######## design 1 ########
Design 1, cell placement:
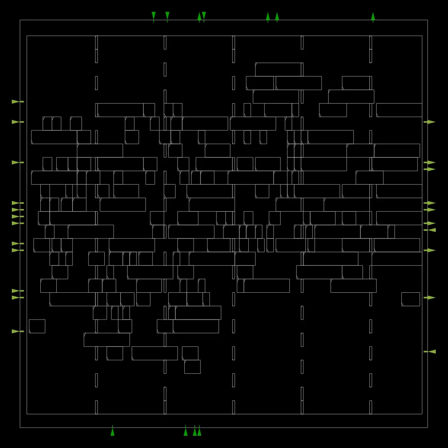

**src/rtl/serial_addsub_pkg.sv**
```systemverilog
// Shared types and constants for the digit-serial adder/subtractor.
package serial_addsub_pkg;

    typedef enum logic [1:0] {
        StIdle = 2'd0,
        StRun  = 2'd1,
        StDone = 2'd2
    } state_e;

    localparam logic MODE_ADD = 1'b0;
    localparam logic MODE_SUB = 1'b1;

endpackage

```
**src/rtl/addsub_digit.sv**
```systemverilog
// Combinational DIGIT-bit ripple-carry slice; also exposes the carry into its top bit
// so the caller can derive signed overflow on the final digit.
module addsub_digit #(
    parameter int unsigned DIGIT = 1
) (
    input  logic [DIGIT-1:0] a_d,
    input  logic [DIGIT-1:0] b_d,
    input  logic             cin,
    output logic [DIGIT-1:0] s_d,
    output logic             cout_d,
    output logic             c_msb_in
);

    logic c;

    always_comb begin
        c        = cin;
        c_msb_in = cin;
        s_d      = '0;
        for (int i = 0; i < DIGIT; i++) begin
            if (i == DIGIT - 1) c_msb_in = c;
            s_d[i] = a_d[i] ^ b_d[i] ^ c;
            c      = (a_d[i] & b_d[i]) | (c & (a_d[i] ^ b_d[i]));
        end
        cout_d = c;
    end

endmodule

```
**src/rtl/serial_addsub.sv**
```systemverilog
// Digit-serial add/subtract with valid/ready handshakes; WIDTH/DIGIT cycles per operation.
module serial_addsub
    import serial_addsub_pkg::*;
#(
    parameter int unsigned WIDTH = 8,
    parameter int unsigned DIGIT = 1
) (
    input  logic             clk,
    input  logic             rst_n,
    input  logic             in_valid,
    output logic             in_ready,
    input  logic [WIDTH-1:0] a,
    input  logic [WIDTH-1:0] b,
    input  logic             sub,
    output logic             out_valid,
    input  logic             out_ready,
    output logic [WIDTH-1:0] y,
    output logic             cout,
    output logic             ovf
);

    localparam int unsigned NSTEPS = WIDTH / DIGIT;
    localparam int unsigned CW     = $clog2(NSTEPS + 1);

    state_e            state_q, state_d;
    logic [WIDTH-1:0]  a_q, a_d;
    logic [WIDTH-1:0]  b_q, b_d;
    logic [WIDTH-1:0]  res_q, res_d;
    logic [WIDTH-1:0]  y_q, y_d;
    logic [CW-1:0]     cnt_q, cnt_d;
    logic              carry_q, carry_d;
    logic              cout_q, cout_d;
    logic              ovf_q, ovf_d;

    logic [DIGIT-1:0]  slice_s;
    logic              slice_cout;
    logic              slice_cmsb;
    logic [WIDTH-1:0]  slice_ext;
    logic [WIDTH-1:0]  res_next;

    addsub_digit #(
        .DIGIT (DIGIT)
    ) u_digit (
        .a_d      (a_q[DIGIT-1:0]),
        .b_d      (b_q[DIGIT-1:0]),
        .cin      (carry_q),
        .s_d      (slice_s),
        .cout_d   (slice_cout),
        .c_msb_in (slice_cmsb)
    );

    // Sum digits enter from the MSB side, so after NSTEPS shifts the LSB digit sits at bit 0.
    assign slice_ext = WIDTH'(slice_s);
    assign res_next  = (res_q >> DIGIT) | (slice_ext << (WIDTH - DIGIT));

    always_comb begin
        state_d = state_q;
        a_d     = a_q;
        b_d     = b_q;
        res_d   = res_q;
        y_d     = y_q;
        cnt_d   = cnt_q;
        carry_d = carry_q;
        cout_d  = cout_q;
        ovf_d   = ovf_q;
        unique case (state_q)
            StIdle: begin
                if (in_valid) begin
                    a_d     = a;
                    b_d     = b ^ {WIDTH{sub}};
                    carry_d = (sub == MODE_SUB);
                    cnt_d   = '0;
                    state_d = StRun;
                end
            end
            StRun: begin
                a_d     = a_q >> DIGIT;
                b_d     = b_q >> DIGIT;
                res_d   = res_next;
                carry_d = slice_cout;
                cnt_d   = cnt_q + 1'b1;
                if (cnt_q == CW'(NSTEPS - 1)) begin
                    y_d     = res_next;
                    cout_d  = slice_cout;
                    ovf_d   = slice_cmsb ^ slice_cout;
                    state_d = StDone;
                end
            end
            StDone: begin
                if (out_ready) state_d = StIdle;
            end
            default: state_d = StIdle;
        endcase
    end

    always_ff @(posedge clk or negedge rst_n) begin
        if (!rst_n) begin
            state_q <= StIdle;
            a_q     <= '0;
            b_q     <= '0;
            res_q   <= '0;
            y_q     <= '0;
            cnt_q   <= '0;
            carry_q <= 1'b0;
            cout_q  <= 1'b0;
            ovf_q   <= 1'b0;
        end else begin
            state_q <= state_d;
            a_q     <= a_d;
            b_q     <= b_d;
            res_q   <= res_d;
            y_q     <= y_d;
            cnt_q   <= cnt_d;
            carry_q <= carry_d;
            cout_q  <= cout_d;
            ovf_q   <= ovf_d;
        end
    end

    assign in_ready  = (state_q == StIdle);
    assign out_valid = (state_q == StDone);
    assign y         = y_q;
    assign cout      = cout_q;
    assign ovf       = ovf_q;

endmodule
```
**config.mk**
```make
export PLATFORM = sky130hd
export DESIGN_NAME = serial_addsub
export DESIGN_NICKNAME = d
export VERILOG_FILES = /design/src/rtl/serial_addsub_pkg.sv /design/src/rtl/addsub_digit.sv /design/src/rtl/serial_addsub.sv
export SDC_FILE = /design/constraint.sdc
export NUM_CORES = 1
export LEC_CHECK = 0
export CORE_MARGIN = 1
export CORE_UTILIZATION = 30
export DETAILED_ROUTE_END_ITERATION = 8
export DONT_BUFFER_PORTS = 1
export SKIP_CTS_REPAIR_TIMING = 1
export SLEW_MARGIN = 25
export SYNTH_ARGS = -nofsm -noshare
export SYNTH_HDL_FRONTEND = slang
export SYNTH_SLANG_ARGS = --single-unit
```
**constraint.sdc**
```tcl
create_clock -name clk -period 2.71 [get_ports clk]
set_input_delay 0.4065 -clock clk [delete_from_list [all_inputs] [get_ports clk]]
set_output_delay 0.4065 -clock clk [all_outputs]
set_load 0.02 [all_outputs]
```
######## design 2 ########
File: src/rtl/gauss_decim2_if.sv
// Stream bundle for the Gaussian pyramid 2:1 REDUCE stage: a stall-qualified input beat and a pulsed output beat.
interface gauss_decim2_if #(
    parameter int DATA_WIDTH = 128
);
    logic                  stall;
    logic [DATA_WIDTH-1:0] inp_frame;
    logic [DATA_WIDTH-1:0] out_frame;
    logic                  out_valid;
    logic                  out_last;

    modport master (
        output stall,
        output inp_frame,
        input  out_frame,
        input  out_valid,
        input  out_last
    );

    modport slave (
        input  stall,
        input  inp_frame,
        output out_frame,
        output out_valid,
        output out_last
    );
endinterface

File: src/rtl/gauss_decim2.sv
// Gaussian pyramid REDUCE: keeps even rows/columns and repacks two input beats into one output beat.
// Optional macro GAUSS_DECIM2_HAVG_EN replaces column selection with a rounded horizontal pair average.
module gauss_decim2 #(
    parameter int PIXELS_PER_BEAT = 16,
    parameter int IMAGE_DIM       = 512,
    parameter int LEAD_BEATS      = 1,
    parameter int DATA_WIDTH      = 8 * PIXELS_PER_BEAT
) (
    input  logic             clk,
    input  logic             aresetn,
    gauss_decim2_if.slave    bus
);
    localparam int COLS   = IMAGE_DIM / PIXELS_PER_BEAT;
    localparam int HALF   = PIXELS_PER_BEAT / 2;
    localparam int COL_W  = (COLS > 1) ? $clog2(COLS) : 1;
    localparam int ROW_W  = (IMAGE_DIM > 1) ? $clog2(IMAGE_DIM) : 1;
    localparam int SKIP_W = (LEAD_BEATS > 1) ? $clog2(LEAD_BEATS) : 1;

    localparam logic [0:0] ST_SKIP = 1'b0;
    localparam logic [0:0] ST_RUN  = 1'b1;
    localparam logic [0:0] ST_INIT = (LEAD_BEATS == 0) ? ST_RUN : ST_SKIP;

    localparam logic [COL_W-1:0]  COL_MAX   = COL_W'(COLS - 1);
    localparam logic [ROW_W-1:0]  ROW_MAX   = ROW_W'(IMAGE_DIM - 1);
    localparam logic [ROW_W-1:0]  ROW_LAST  = ROW_W'(IMAGE_DIM - 2);
    localparam logic [SKIP_W-1:0] SKIP_LAST = SKIP_W'(LEAD_BEATS - 1);

    logic [0:0]               state_q, state_d;
    logic [SKIP_W-1:0]        skip_q, skip_d;
    logic [COL_W-1:0]         col_q, col_d;
    logic [ROW_W-1:0]         row_q, row_d;
    logic [DATA_WIDTH/2-1:0]  half_q, half_d;
    logic [DATA_WIDTH-1:0]    outFrame_q, outFrame_d;
    logic                     outValid_q, outValid_d;
    logic                     outLast_q, outLast_d;
    logic [DATA_WIDTH/2-1:0]  pick;
`ifdef GAUSS_DECIM2_HAVG_EN
    logic [8:0]               pairSum;
`endif

    // Half-width view of the incoming beat: one output pixel per input pixel pair.
    always_comb begin
        pick = '0;
`ifdef GAUSS_DECIM2_HAVG_EN
        pairSum = '0;
`endif
        for (int k = 0; k < HALF; k++) begin
`ifdef GAUSS_DECIM2_HAVG_EN
            pairSum = {1'b0, bus.inp_frame[16*k +: 8]} + {1'b0, bus.inp_frame[16*k+8 +: 8]} + 9'd1;
            pick[8*k +: 8] = pairSum[8:1];
`else
            pick[8*k +: 8] = bus.inp_frame[16*k +: 8];
`endif
        end
    end

    always_comb begin
        state_d    = state_q;
        skip_d     = skip_q;
        col_d      = col_q;
        row_d      = row_q;
        half_d     = half_q;
        outFrame_d = outFrame_q;
        outValid_d = 1'b0;
        outLast_d  = 1'b0;
        if (!bus.stall) begin
            if (state_q == ST_SKIP) begin
                if (skip_q == SKIP_LAST) begin
                    state_d = ST_RUN;
                end else begin
                    skip_d = skip_q + 1'b1;
                end
            end else begin
                if (!row_q[0]) begin
                    if (!col_q[0]) begin
                        half_d = pick;
                    end else begin
                        outFrame_d = {pick, half_q};
                        outValid_d = 1'b1;
                        outLast_d  = (row_q == ROW_LAST) && (col_q == COL_MAX);
                    end
                end
                // Counters wrap explicitly since IMAGE_DIM need not be a power of two.
                if (col_q == COL_MAX) begin
                    col_d = '0;
                    row_d = (row_q == ROW_MAX) ? '0 : row_q + 1'b1;
                end else begin
                    col_d = col_q + 1'b1;
                end
            end
        end
    end

    always_ff @(posedge clk) begin
        if (!aresetn) begin
            state_q    <= ST_INIT;
            skip_q     <= '0;
            col_q      <= '0;
            row_q      <= '0;
            half_q     <= '0;
            outFrame_q <= '0;
            outValid_q <= 1'b0;
            outLast_q  <= 1'b0;
        end else begin
            state_q    <= state_d;
            skip_q     <= skip_d;
            col_q      <= col_d;
            row_q      <= row_d;
            half_q     <= half_d;
            outFrame_q <= outFrame_d;
            outValid_q <= outValid_d;
            outLast_q  <= outLast_d;
        end
    end

    assign bus.out_frame = outFrame_q;
    assign bus.out_valid = outValid_q;
    assign bus.out_last  = outLast_q;
endmodule

File: src/flat_wrapper.sv
// flat-port wrapper written by rule: the top's interface ports become plain ports
module gauss_decim2_flat 
#(
    parameter int PIXELS_PER_BEAT = 16,
    parameter int IMAGE_DIM       = 512,
    parameter int LEAD_BEATS      = 1,
    parameter int DATA_WIDTH      = 8 * PIXELS_PER_BEAT
)
  (clk, aresetn, bus_stall, bus_inp_frame, bus_out_frame, bus_out_valid, bus_out_last);
  gauss_decim2_if #(.DATA_WIDTH(DATA_WIDTH)) bus_i ();
  input  logic clk;
  input  logic aresetn;
  input wire logic [$bits(bus_i.stall)-1:0] bus_stall;
  input wire logic [$bits(bus_i.inp_frame)-1:0] bus_inp_frame;
  output wire logic [$bits(bus_i.out_frame)-1:0] bus_out_frame;
  output wire logic [$bits(bus_i.out_valid)-1:0] bus_out_valid;
  output wire logic [$bits(bus_i.out_last)-1:0] bus_out_last;
  assign bus_i.stall = bus_stall;
  assign bus_i.inp_frame = bus_inp_frame;
  assign bus_out_frame = bus_i.out_frame;
  assign bus_out_valid = bus_i.out_valid;
  assign bus_out_last = bus_i.out_last;
  gauss_decim2 #(.PIXELS_PER_BEAT(PIXELS_PER_BEAT), .IMAGE_DIM(IMAGE_DIM), .LEAD_BEATS(LEAD_BEATS), .DATA_WIDTH(DATA_WIDTH)) u_core (.clk(clk), .aresetn(aresetn), .bus(bus_i));
endmodule
File: config.mk
export PLATFORM = sky130hd
export DESIGN_NAME = gauss_decim2_flat
export DESIGN_NICKNAME = d
export VERILOG_FILES = /design/src/rtl/gauss_decim2_if.sv /design/src/rtl/gauss_decim2.sv /design/src/flat_wrapper.sv
export SDC_FILE = /design/constraint.sdc
export NUM_CORES = 1
export LEC_CHECK = 0
export ABC_AREA = 1
export CORE_ASPECT_RATIO = 1.5
export CORE_MARGIN = 5
export CORE_UTILIZATION = 45
export CTS_CLUSTER_DIAMETER = 50
export DETAILED_ROUTE_END_ITERATION = 16
export PLACE_DENSITY = 0.79
export SYNTH_ARGS = -nofsm -noshare
export SYNTH_HDL_FRONTEND = slang
export SYNTH_SLANG_ARGS = --single-unit
File: constraint.sdc
create_clock -name clk -period 2.3 [get_ports clk]
set_input_delay 0.575 -clock clk [delete_from_list [all_inputs] [get_ports clk]]
set_output_delay 0.575 -clock clk [all_outputs]
set_load 0.005 [all_outputs]
Design 2, cell placement:
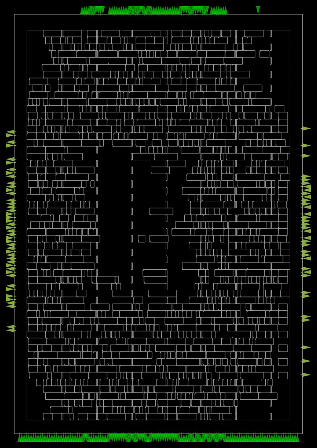
share of the final layout cell area in sequential cells: 41.24%
number of non-filler instances in the completed layout: 1,275

Design 2, placed cells, one color a class:
Bar = 20 um. Fill, decap, tap and diode cells in gray.
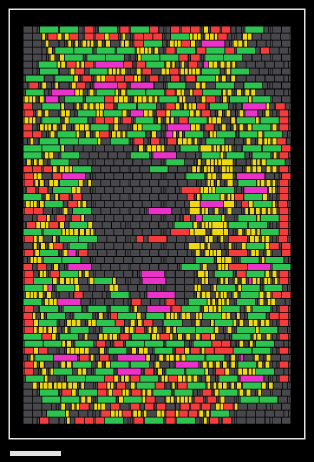
| class | color | cells |
|---|---|---|
| clock drivers and dummy loads | magenta | 35 |
| flip-flops | green | 209 |
| all other logic | yellow | 618 |
| other buffers and delay cells | red | 207 |
share of the core filled with cells in the final layout: 62.67%
# rows: 57
final non-filler cell area: 10,150 um^2

==> impl_metrics.csv, design 2 <==
group,metric,value,unit
status,outcome,"complete, no violations",
worst_setup_path,timing.setup.critical_path_class,"register to output pin",
synth,yosys_register_bits,209,
synth,synth.avg_cell_area,8.285,um^2
synth,yosys.cell_types.count,21,
power,clockPowerShare,45.0,%
detailed_routing,first_pass_iters,4,
clock_network,cts-buffers-inserted,20,
final_layout,top_layout_cell,"sky130_fd_sc_hd__dfxtp_1",
power,power_switching,1.650,mW
final_timing,timing.final.max_slew_violations,0,
placed_design,place.port_buffers,196,
final_timing,finalWorstPathRequiredPeriod,1.949,ns
synth,yosys.cell_count.top_type,"sky130_fd_sc_hd__dfxtp_1",
final_timing,slew-limit-headroom,74.62,%
power,pwr.group.combinational,0.543,mW
final_layout,fillers,1386,
final_timing,layout_worst_path_cycle_share,84.75,%
global_route,grt_max_degree,93,
synth,netlist.area_leader.share,56.75,%
synth,post_synth_ao_oa_area_fraction,22.77,%
clock_network,worstSkewPairLatency,0.48,ns
worst_hold_path,min_to,"u_core.bus.out_frame[50]$_SDFFE_PN0P_",
power,power_density,776.4,nW/um^2
floorplan,chip_area,19100,um^2
synth,netlist_area,7373,um^2
worst_setup_path,path_cells,"clkdlybuf4s50_1",
synth,netlist_logic_family_top,"AND-OR/OR-AND gates",
synth,area_leaders,"sky130_fd_sc_hd__dfxtp_1 57%, sky130_fd_sc_hd__a21oi_1 9.3%, sky130_fd_sc_hd__o21ai_0 8.8%",
clock_network,ctsHoldBuffers,0,
-- design 2: layer usage --
layer	wire [um]	GRT usage, %
met1	7325	21.93
met2	9602	34.27
met3	1063	3.920
met4	563	6.408
met5	0	0
-- design 2: final cells by class --
type | count | area [um^2] | area share [%]
multi-input combinational | 535 | 2535 | 24.98
clock buffer | 26 | 574.3 | 5.660
clock inverter | 9 | 153.9 | 1.517
inverter | 83 | 311.5 | 3.071
tap | 206 | 257.7 | 2.540
sequential | 209 | 4184 | 41.24
timing repair buffer | 207 | 2130 | 20.99
Design 1, placed cells, one color a class:
Bar = 20 um. Fill, decap, tap and diode cells in gray.
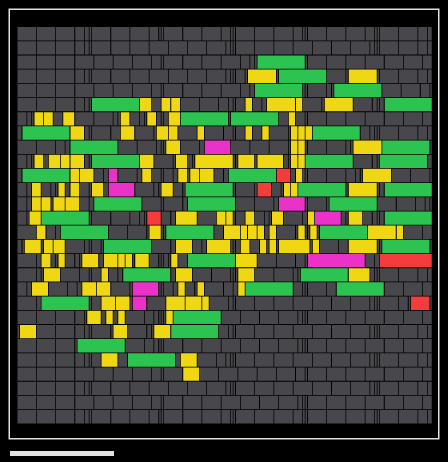
| class | color | cells |
|---|---|---|
| all other logic | yellow | 126 |
| clock drivers and dummy loads | magenta | 8 |
| flip-flops | green | 40 |
| other buffers and delay cells | red | 5 |
placeable core region: 6061 um^2
# rows: 28
final non-filler cell area: 2118 um^2

Design 1, register map, names as in the netlist:
Bar = 20 um. Other sequential cells in the stronger gray, the rest of the logic in the fainter gray.
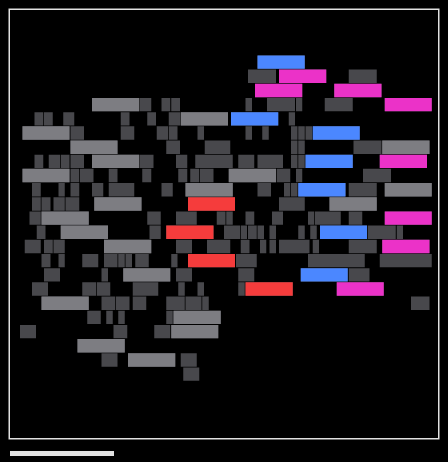
| netlist name | color | flops |
|---|---|---|
| res_q | blue | 7 |
| y | magenta | 8 |
| cnt_q | red | 4 |
sequential power: 1.11 mW
share of the core filled with cells in the final layout: 34.95%
share of the final layout cell area in sequential cells: 47.25%

## Picture notes: 'cell placement' of design 1
number of non-filler instances in the completed layout: 254
number of flip-flops and latches: 40

==> impl_metrics.csv, design 1 <==
group,metric,value,unit
synth,yosysWarnings,0,
detailed_routing,dr_total_vias,1282,
synth,synth-cells-yosys,178,
final_timing,finalWorstPathRequiredPeriod,1.805,ns
worst_setup_path,path_cells,"buf_4 > nor2b_1 > buf_4 > a22oi_1 > o21ai_0",
synth,yosys.area.top_type,"sky130_fd_sc_hd__dfrtp_1",
synth,yosys-mux-area-fraction,8.198,%
worst_setup_path,rr_startpoint,"state_q[0]$_DFFE_PN0P_",
worst_setup_path,critPathBufInv,2,
clock_network,tritoncts_num_sinks,40,
status,outcome,"complete, no violations",
worst_setup_path,timing.setup.critical_path_class,"register to register",
power,power.total,2.316,mW
final_timing,timing.final.hold_violations,0,
synth,synth-async-reset-ratio,100.0,%
final_layout,fillers,619,
floorplan,tapcell.inserted,75,
global_route,grt_max_degree,41,
detailed_routing,drc_errors,0,
synth,netlist_area,1923,um^2
clock_network,h_tree_depth,2,
worst_setup_path,crit_fanout,21,
synth,synth.avg_cell_area,10.80,um^2
synth,synth-edff-count,0,
worst_setup_path,critical_path.endpoint,"a_q[4]$_DFFE_PN0P_",
synth,netlist.area_leader.share,52.05,%
final_layout,antennaDiodeCount,0,
worst_setup_path,crit_path_start_kind,"register",
global_route,track_usage,12.59,%
==> design 1: routing by layer <==
layer  vias up  GRT usage [%]  wire [um]
li1        622              -          -
met1       622          17.46       1882
met2        34          18.68       1704
met3         4          4.556        164
met4         0          2.632         12
met5         -              0          0
==> design 1: sequential cells by signal (all words and copies together) (netlist names) <==
signal   count
a_q          8
b_q          8
y            8
res_q        7
cnt_q        4
state_q      2
carry_q      1
cout         1
ovf          1
==> design 1: power breakdown <==
group          switching, mW  internal [mW]
Clock                  0.216          0.273
Sequential             0.273          0.841
Combinational          0.356          0.358

==> screenshots <==
Logic cells by family.
Bar = 20 um.
picture 1
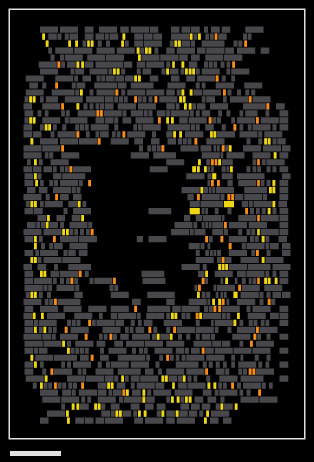
picture 2
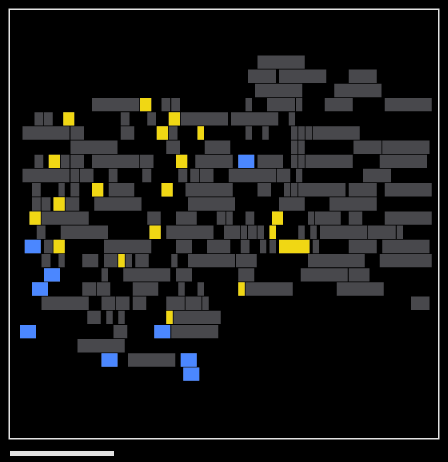
| from | picture |
|---|---|
| design 2 | picture 1 |
| design 1 | picture 2 |
The one with the most cells is picture 1.
The one with the largest die is picture 1.

Key to picture 2:
| family | color | cells | most used |
|---|---|---|---|
| XOR/XNOR gates | blue | 9 | xnor2_1 |
| NOR gates | yellow | 19 | nor2b_1 |


######## design 3 ########
Design 3, placed cells, one color a class:
Bar = 20 um. Fill, decap, tap and diode cells in gray.
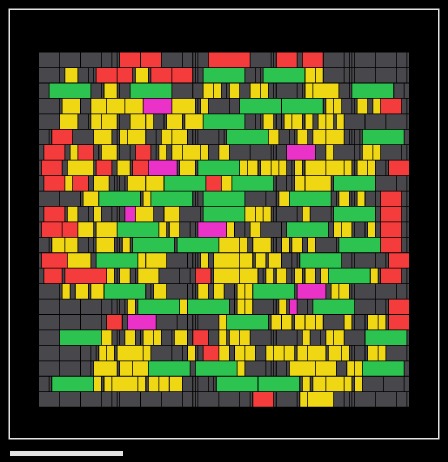
Design 3, logic cells by family:
Bar = 20 um.
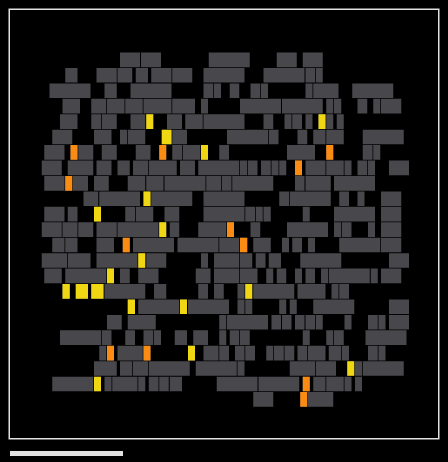
--- config.mk ---
export PLATFORM = sky130hd
export DESIGN_NAME = signed_result_bcd_converter_v
export DESIGN_NICKNAME = d
export VERILOG_FILES = /design/src/rtl/signed_result_bcd_pkg.sv /design/src/rtl/bcd_add3_v.sv /design/src/rtl/signed_result_bcd_converter_v.sv
export SDC_FILE = /design/constraint.sdc
export NUM_CORES = 1
export LEC_CHECK = 0
export CAP_MARGIN = 15
export CORE_MARGIN = 5
export CORE_UTILIZATION = 48
export CTS_CLUSTER_SIZE = 40
export DETAILED_ROUTE_END_ITERATION = 8
export PLACE_DENSITY = 0.68
export SLEW_MARGIN = 20
export SYNTH_ARGS = -nofsm -noshare
export SYNTH_HDL_FRONTEND = slang
export SYNTH_HIERARCHICAL = 1
export SYNTH_SLANG_ARGS = --single-unit
--- constraint.sdc ---
create_clock -name i_clk -period 1.9 [get_ports i_clk]
set_clock_uncertainty 0.1 [all_clocks]
set_input_delay 0.285 -clock i_clk [delete_from_list [all_inputs] [get_ports i_clk]]
set_output_delay 0.285 -clock i_clk [all_outputs]
set_load 0.02 [all_outputs]
--- src/rtl/signed_result_bcd_pkg.sv ---
// signed_result_bcd_pkg: shared widths and FSM states for the signed BCD converter
package signed_result_bcd_pkg;
  localparam int DATA_W = 9;
  localparam int NUM_DIGITS = 3;
  localparam int BCD_W = 4;
  localparam int ITER_W = $clog2(DATA_W + 1);
  typedef enum logic [1:0] {IDLE, CONV, DONE} state_t;
endpackage

--- src/rtl/bcd_add3_v.sv ---
// bcd_add3_v: double-dabble digit corrector (i_d >= 5 -> i_d + 3), ports i_d in, o_d out
module bcd_add3_v (
  input  logic [3:0] i_d,
  output logic [3:0] o_d
);
  assign o_d = (i_d >= 4'd5) ? i_d + 4'd3 : i_d;
endmodule

--- src/rtl/signed_result_bcd_converter_v.sv ---
// signed_result_bcd_converter_v: 9-bit signed to sign + 3 BCD digits via shift-add-3 FSM; i_valid/o_ready in, o_valid pulse with o_neg/o_bcd_* out
module signed_result_bcd_converter_v
  import signed_result_bcd_pkg::*;
(
  input  logic              i_clk,
  input  logic              i_rst,
  input  logic              i_valid,
  input  logic signed [DATA_W-1:0] i_fu,
  output logic              o_ready,
  output logic              o_valid,
  output logic              o_neg,
  output logic [BCD_W-1:0]  o_bcd_hundreds,
  output logic [BCD_W-1:0]  o_bcd_tens,
  output logic [BCD_W-1:0]  o_bcd_ones
);
  localparam int SW = NUM_DIGITS * BCD_W;
  state_t r_state, w_next;
  logic [ITER_W-1:0] r_cnt;
  logic [DATA_W-1:0] r_mag, w_abs, w_mag_sh;
  logic [SW-1:0] r_bcd, w_fix, w_sh;
  logic r_sign, r_nz, w_last;
  logic r_neg;
  logic [BCD_W-1:0] r_h, r_t, r_o;
  for (genvar g = 0; g < NUM_DIGITS; g++) begin : g_fix
    bcd_add3_v u_add3 (.i_d(r_bcd[g*BCD_W +: BCD_W]), .o_d(w_fix[g*BCD_W +: BCD_W]));
  end
  // -256 negates to 9'h100, which reads correctly as unsigned 256
  assign w_abs = i_fu[DATA_W-1] ? $unsigned(-i_fu) : $unsigned(i_fu);
  assign {w_sh, w_mag_sh} = {w_fix[SW-2:0], r_mag, 1'b0};
  assign w_last = (r_cnt == ITER_W'(DATA_W - 1));
  always_comb begin
    w_next = IDLE;
    w_next = (r_state == IDLE) ? (i_valid ? CONV : IDLE) :
             (r_state == CONV) ? (w_last ? DONE : CONV) : IDLE;
  end
  // Output registers load on the final shift so digits are visible during DONE
  always_ff @(posedge i_clk) begin
    if (i_rst) begin
      r_state <= IDLE;
      r_cnt <= '0;
      r_mag <= '0;
      r_bcd <= '0;
      r_sign <= 1'b0;
      r_nz <= 1'b0;
      r_neg <= 1'b0;
      r_h <= '0;
      r_t <= '0;
      r_o <= '0;
    end else begin
      r_state <= w_next;
      case (r_state)
        IDLE: if (i_valid) begin
          r_mag <= w_abs;
          r_sign <= i_fu[DATA_W-1];
          r_nz <= |i_fu;
          r_bcd <= '0;
          r_cnt <= '0;
        end
        CONV: begin
          r_bcd <= w_sh;
          r_mag <= w_mag_sh;
          r_cnt <= r_cnt + ITER_W'(1);
          if (w_last) begin
            r_h <= w_sh[2*BCD_W +: BCD_W];
            r_t <= w_sh[BCD_W +: BCD_W];
            r_o <= w_sh[0 +: BCD_W];
            r_neg <= r_sign & r_nz;
          end
        end
        default: ;
      endcase
    end
  end
  assign o_ready = (r_state == IDLE);
  assign o_valid = (r_state == DONE);
  assign o_neg = r_neg;
  assign o_bcd_hundreds = r_h;
  assign o_bcd_tens = r_t;
  assign o_bcd_ones = r_o;
endmodule

==> impl_metrics.csv <==
group,metric,value,unit
power,power.leakage,0.9198,nW
floorplan,chip_area,5688,um^2
clock_network,ctsLongestPathBuffers,2,
global_route,globalRoute.busiestLayer,"met2",
worst_setup_path,timing.rr.end,"r_mag[7]$_SDFFE_PP0P_",
worst_setup_path,worstPathRequired,2.03,ns
final_timing,timing.final.hold_violations,0,
clock_network,tritoncts,"built",
final_layout,regArea,840.8,um^2
synth,mappedNetlistNets,280,
floorplan,die-height,75.42,um
power,maxPowerGroup,"sequential cells",
detailed_routing,first_pass_iters,4,
clock_network,cts.root.buffer_cell,"sky130_fd_sc_hd__clkbuf_8",
power,power_switching,0.4189,mW
global_route,number_of_antenna_violations_at_the_first_check_in_global_routing,0,
floorplan,die_w,75.42,um
power,power.sequential.fraction,53.8,%
power,power.share.combinational,11.5,%
final_layout,final_design_area_no_fill,2525,um^2
status,outcome,"complete, no violations",
final_timing,rsz0062_at_grt,"false",
power,vdd_drop_max,0.4334,mV
detailed_routing,number_of_routed_nets_with_antenna_violations,0,
worst_hold_path,hold_path_class,"register to register",
clock_network,tritoncts_num_sinks,42,
synth,yosysWarnings,6,
## Picture notes: 'placed cells, one color a class' of design 3
| class | color | cells |
|---|---|---|
| all other logic | yellow | 201 |
| clock drivers and dummy loads | magenta | 8 |
| other buffers and delay cells | red | 40 |
| flip-flops | green | 42 |
share of the final layout cell area in sequential cells: 33.30%
# rows: 23

## Picture notes: 'logic cells by family' of design 3
| family | color | cells | most used |
|---|---|---|---|
| inverters | orange | 12 | inv_1 |
| NOR gates | yellow | 18 | nor2_1 |
Commonest Layout Cell: sky130_fd_sc_hd__nand2_1
combinational share of cell area: 43.31%
number of non-filler instances in the completed layout: 341

[worst max-delay path, cell delays in order]
cell and delay, ns:
sky130_fd_sc_hd__clkdlybuf4s50_1 0.42, sky130_fd_sc_hd__inv_1 0.08, sky130_fd_sc_hd__ha_1 0.15, sky130_fd_sc_hd__or3b_2 0.48, sky130_fd_sc_hd__nor3_1 0.25, sky130_fd_sc_hd__nand3_1 0.12, sky130_fd_sc_hd__a21oi_1 0.13


==> layout pictures side by side <==
Signal wires by layer.
Bar = 20 um.
panel A
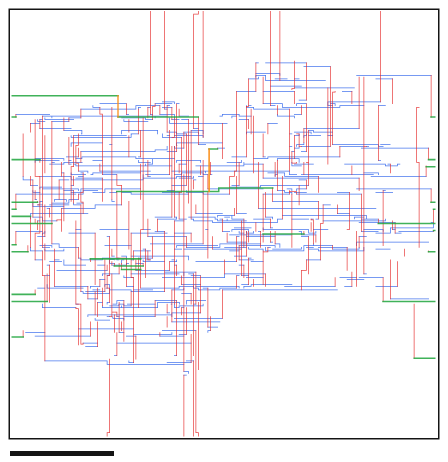
panel B
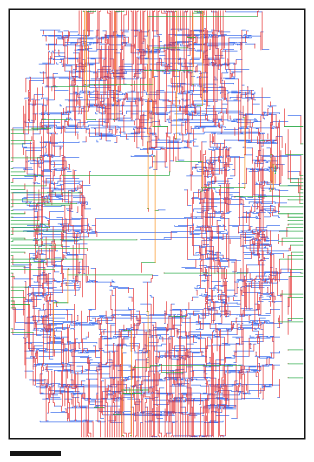
panel C
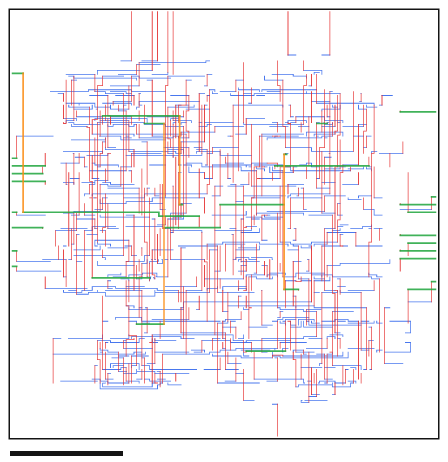
panel A -> design 1
panel C -> design 3
panel B -> design 2

Key to panel C:
| layer | color | wire length |
|---|---|---|
| met2 | red | 1,980 um |
| met4 | orange | 99.3 um |
| met3 | green | 187 um |
| met1 | blue | 2,010 um |

No activity file was given, so power comes from the tool's default toggle rates.
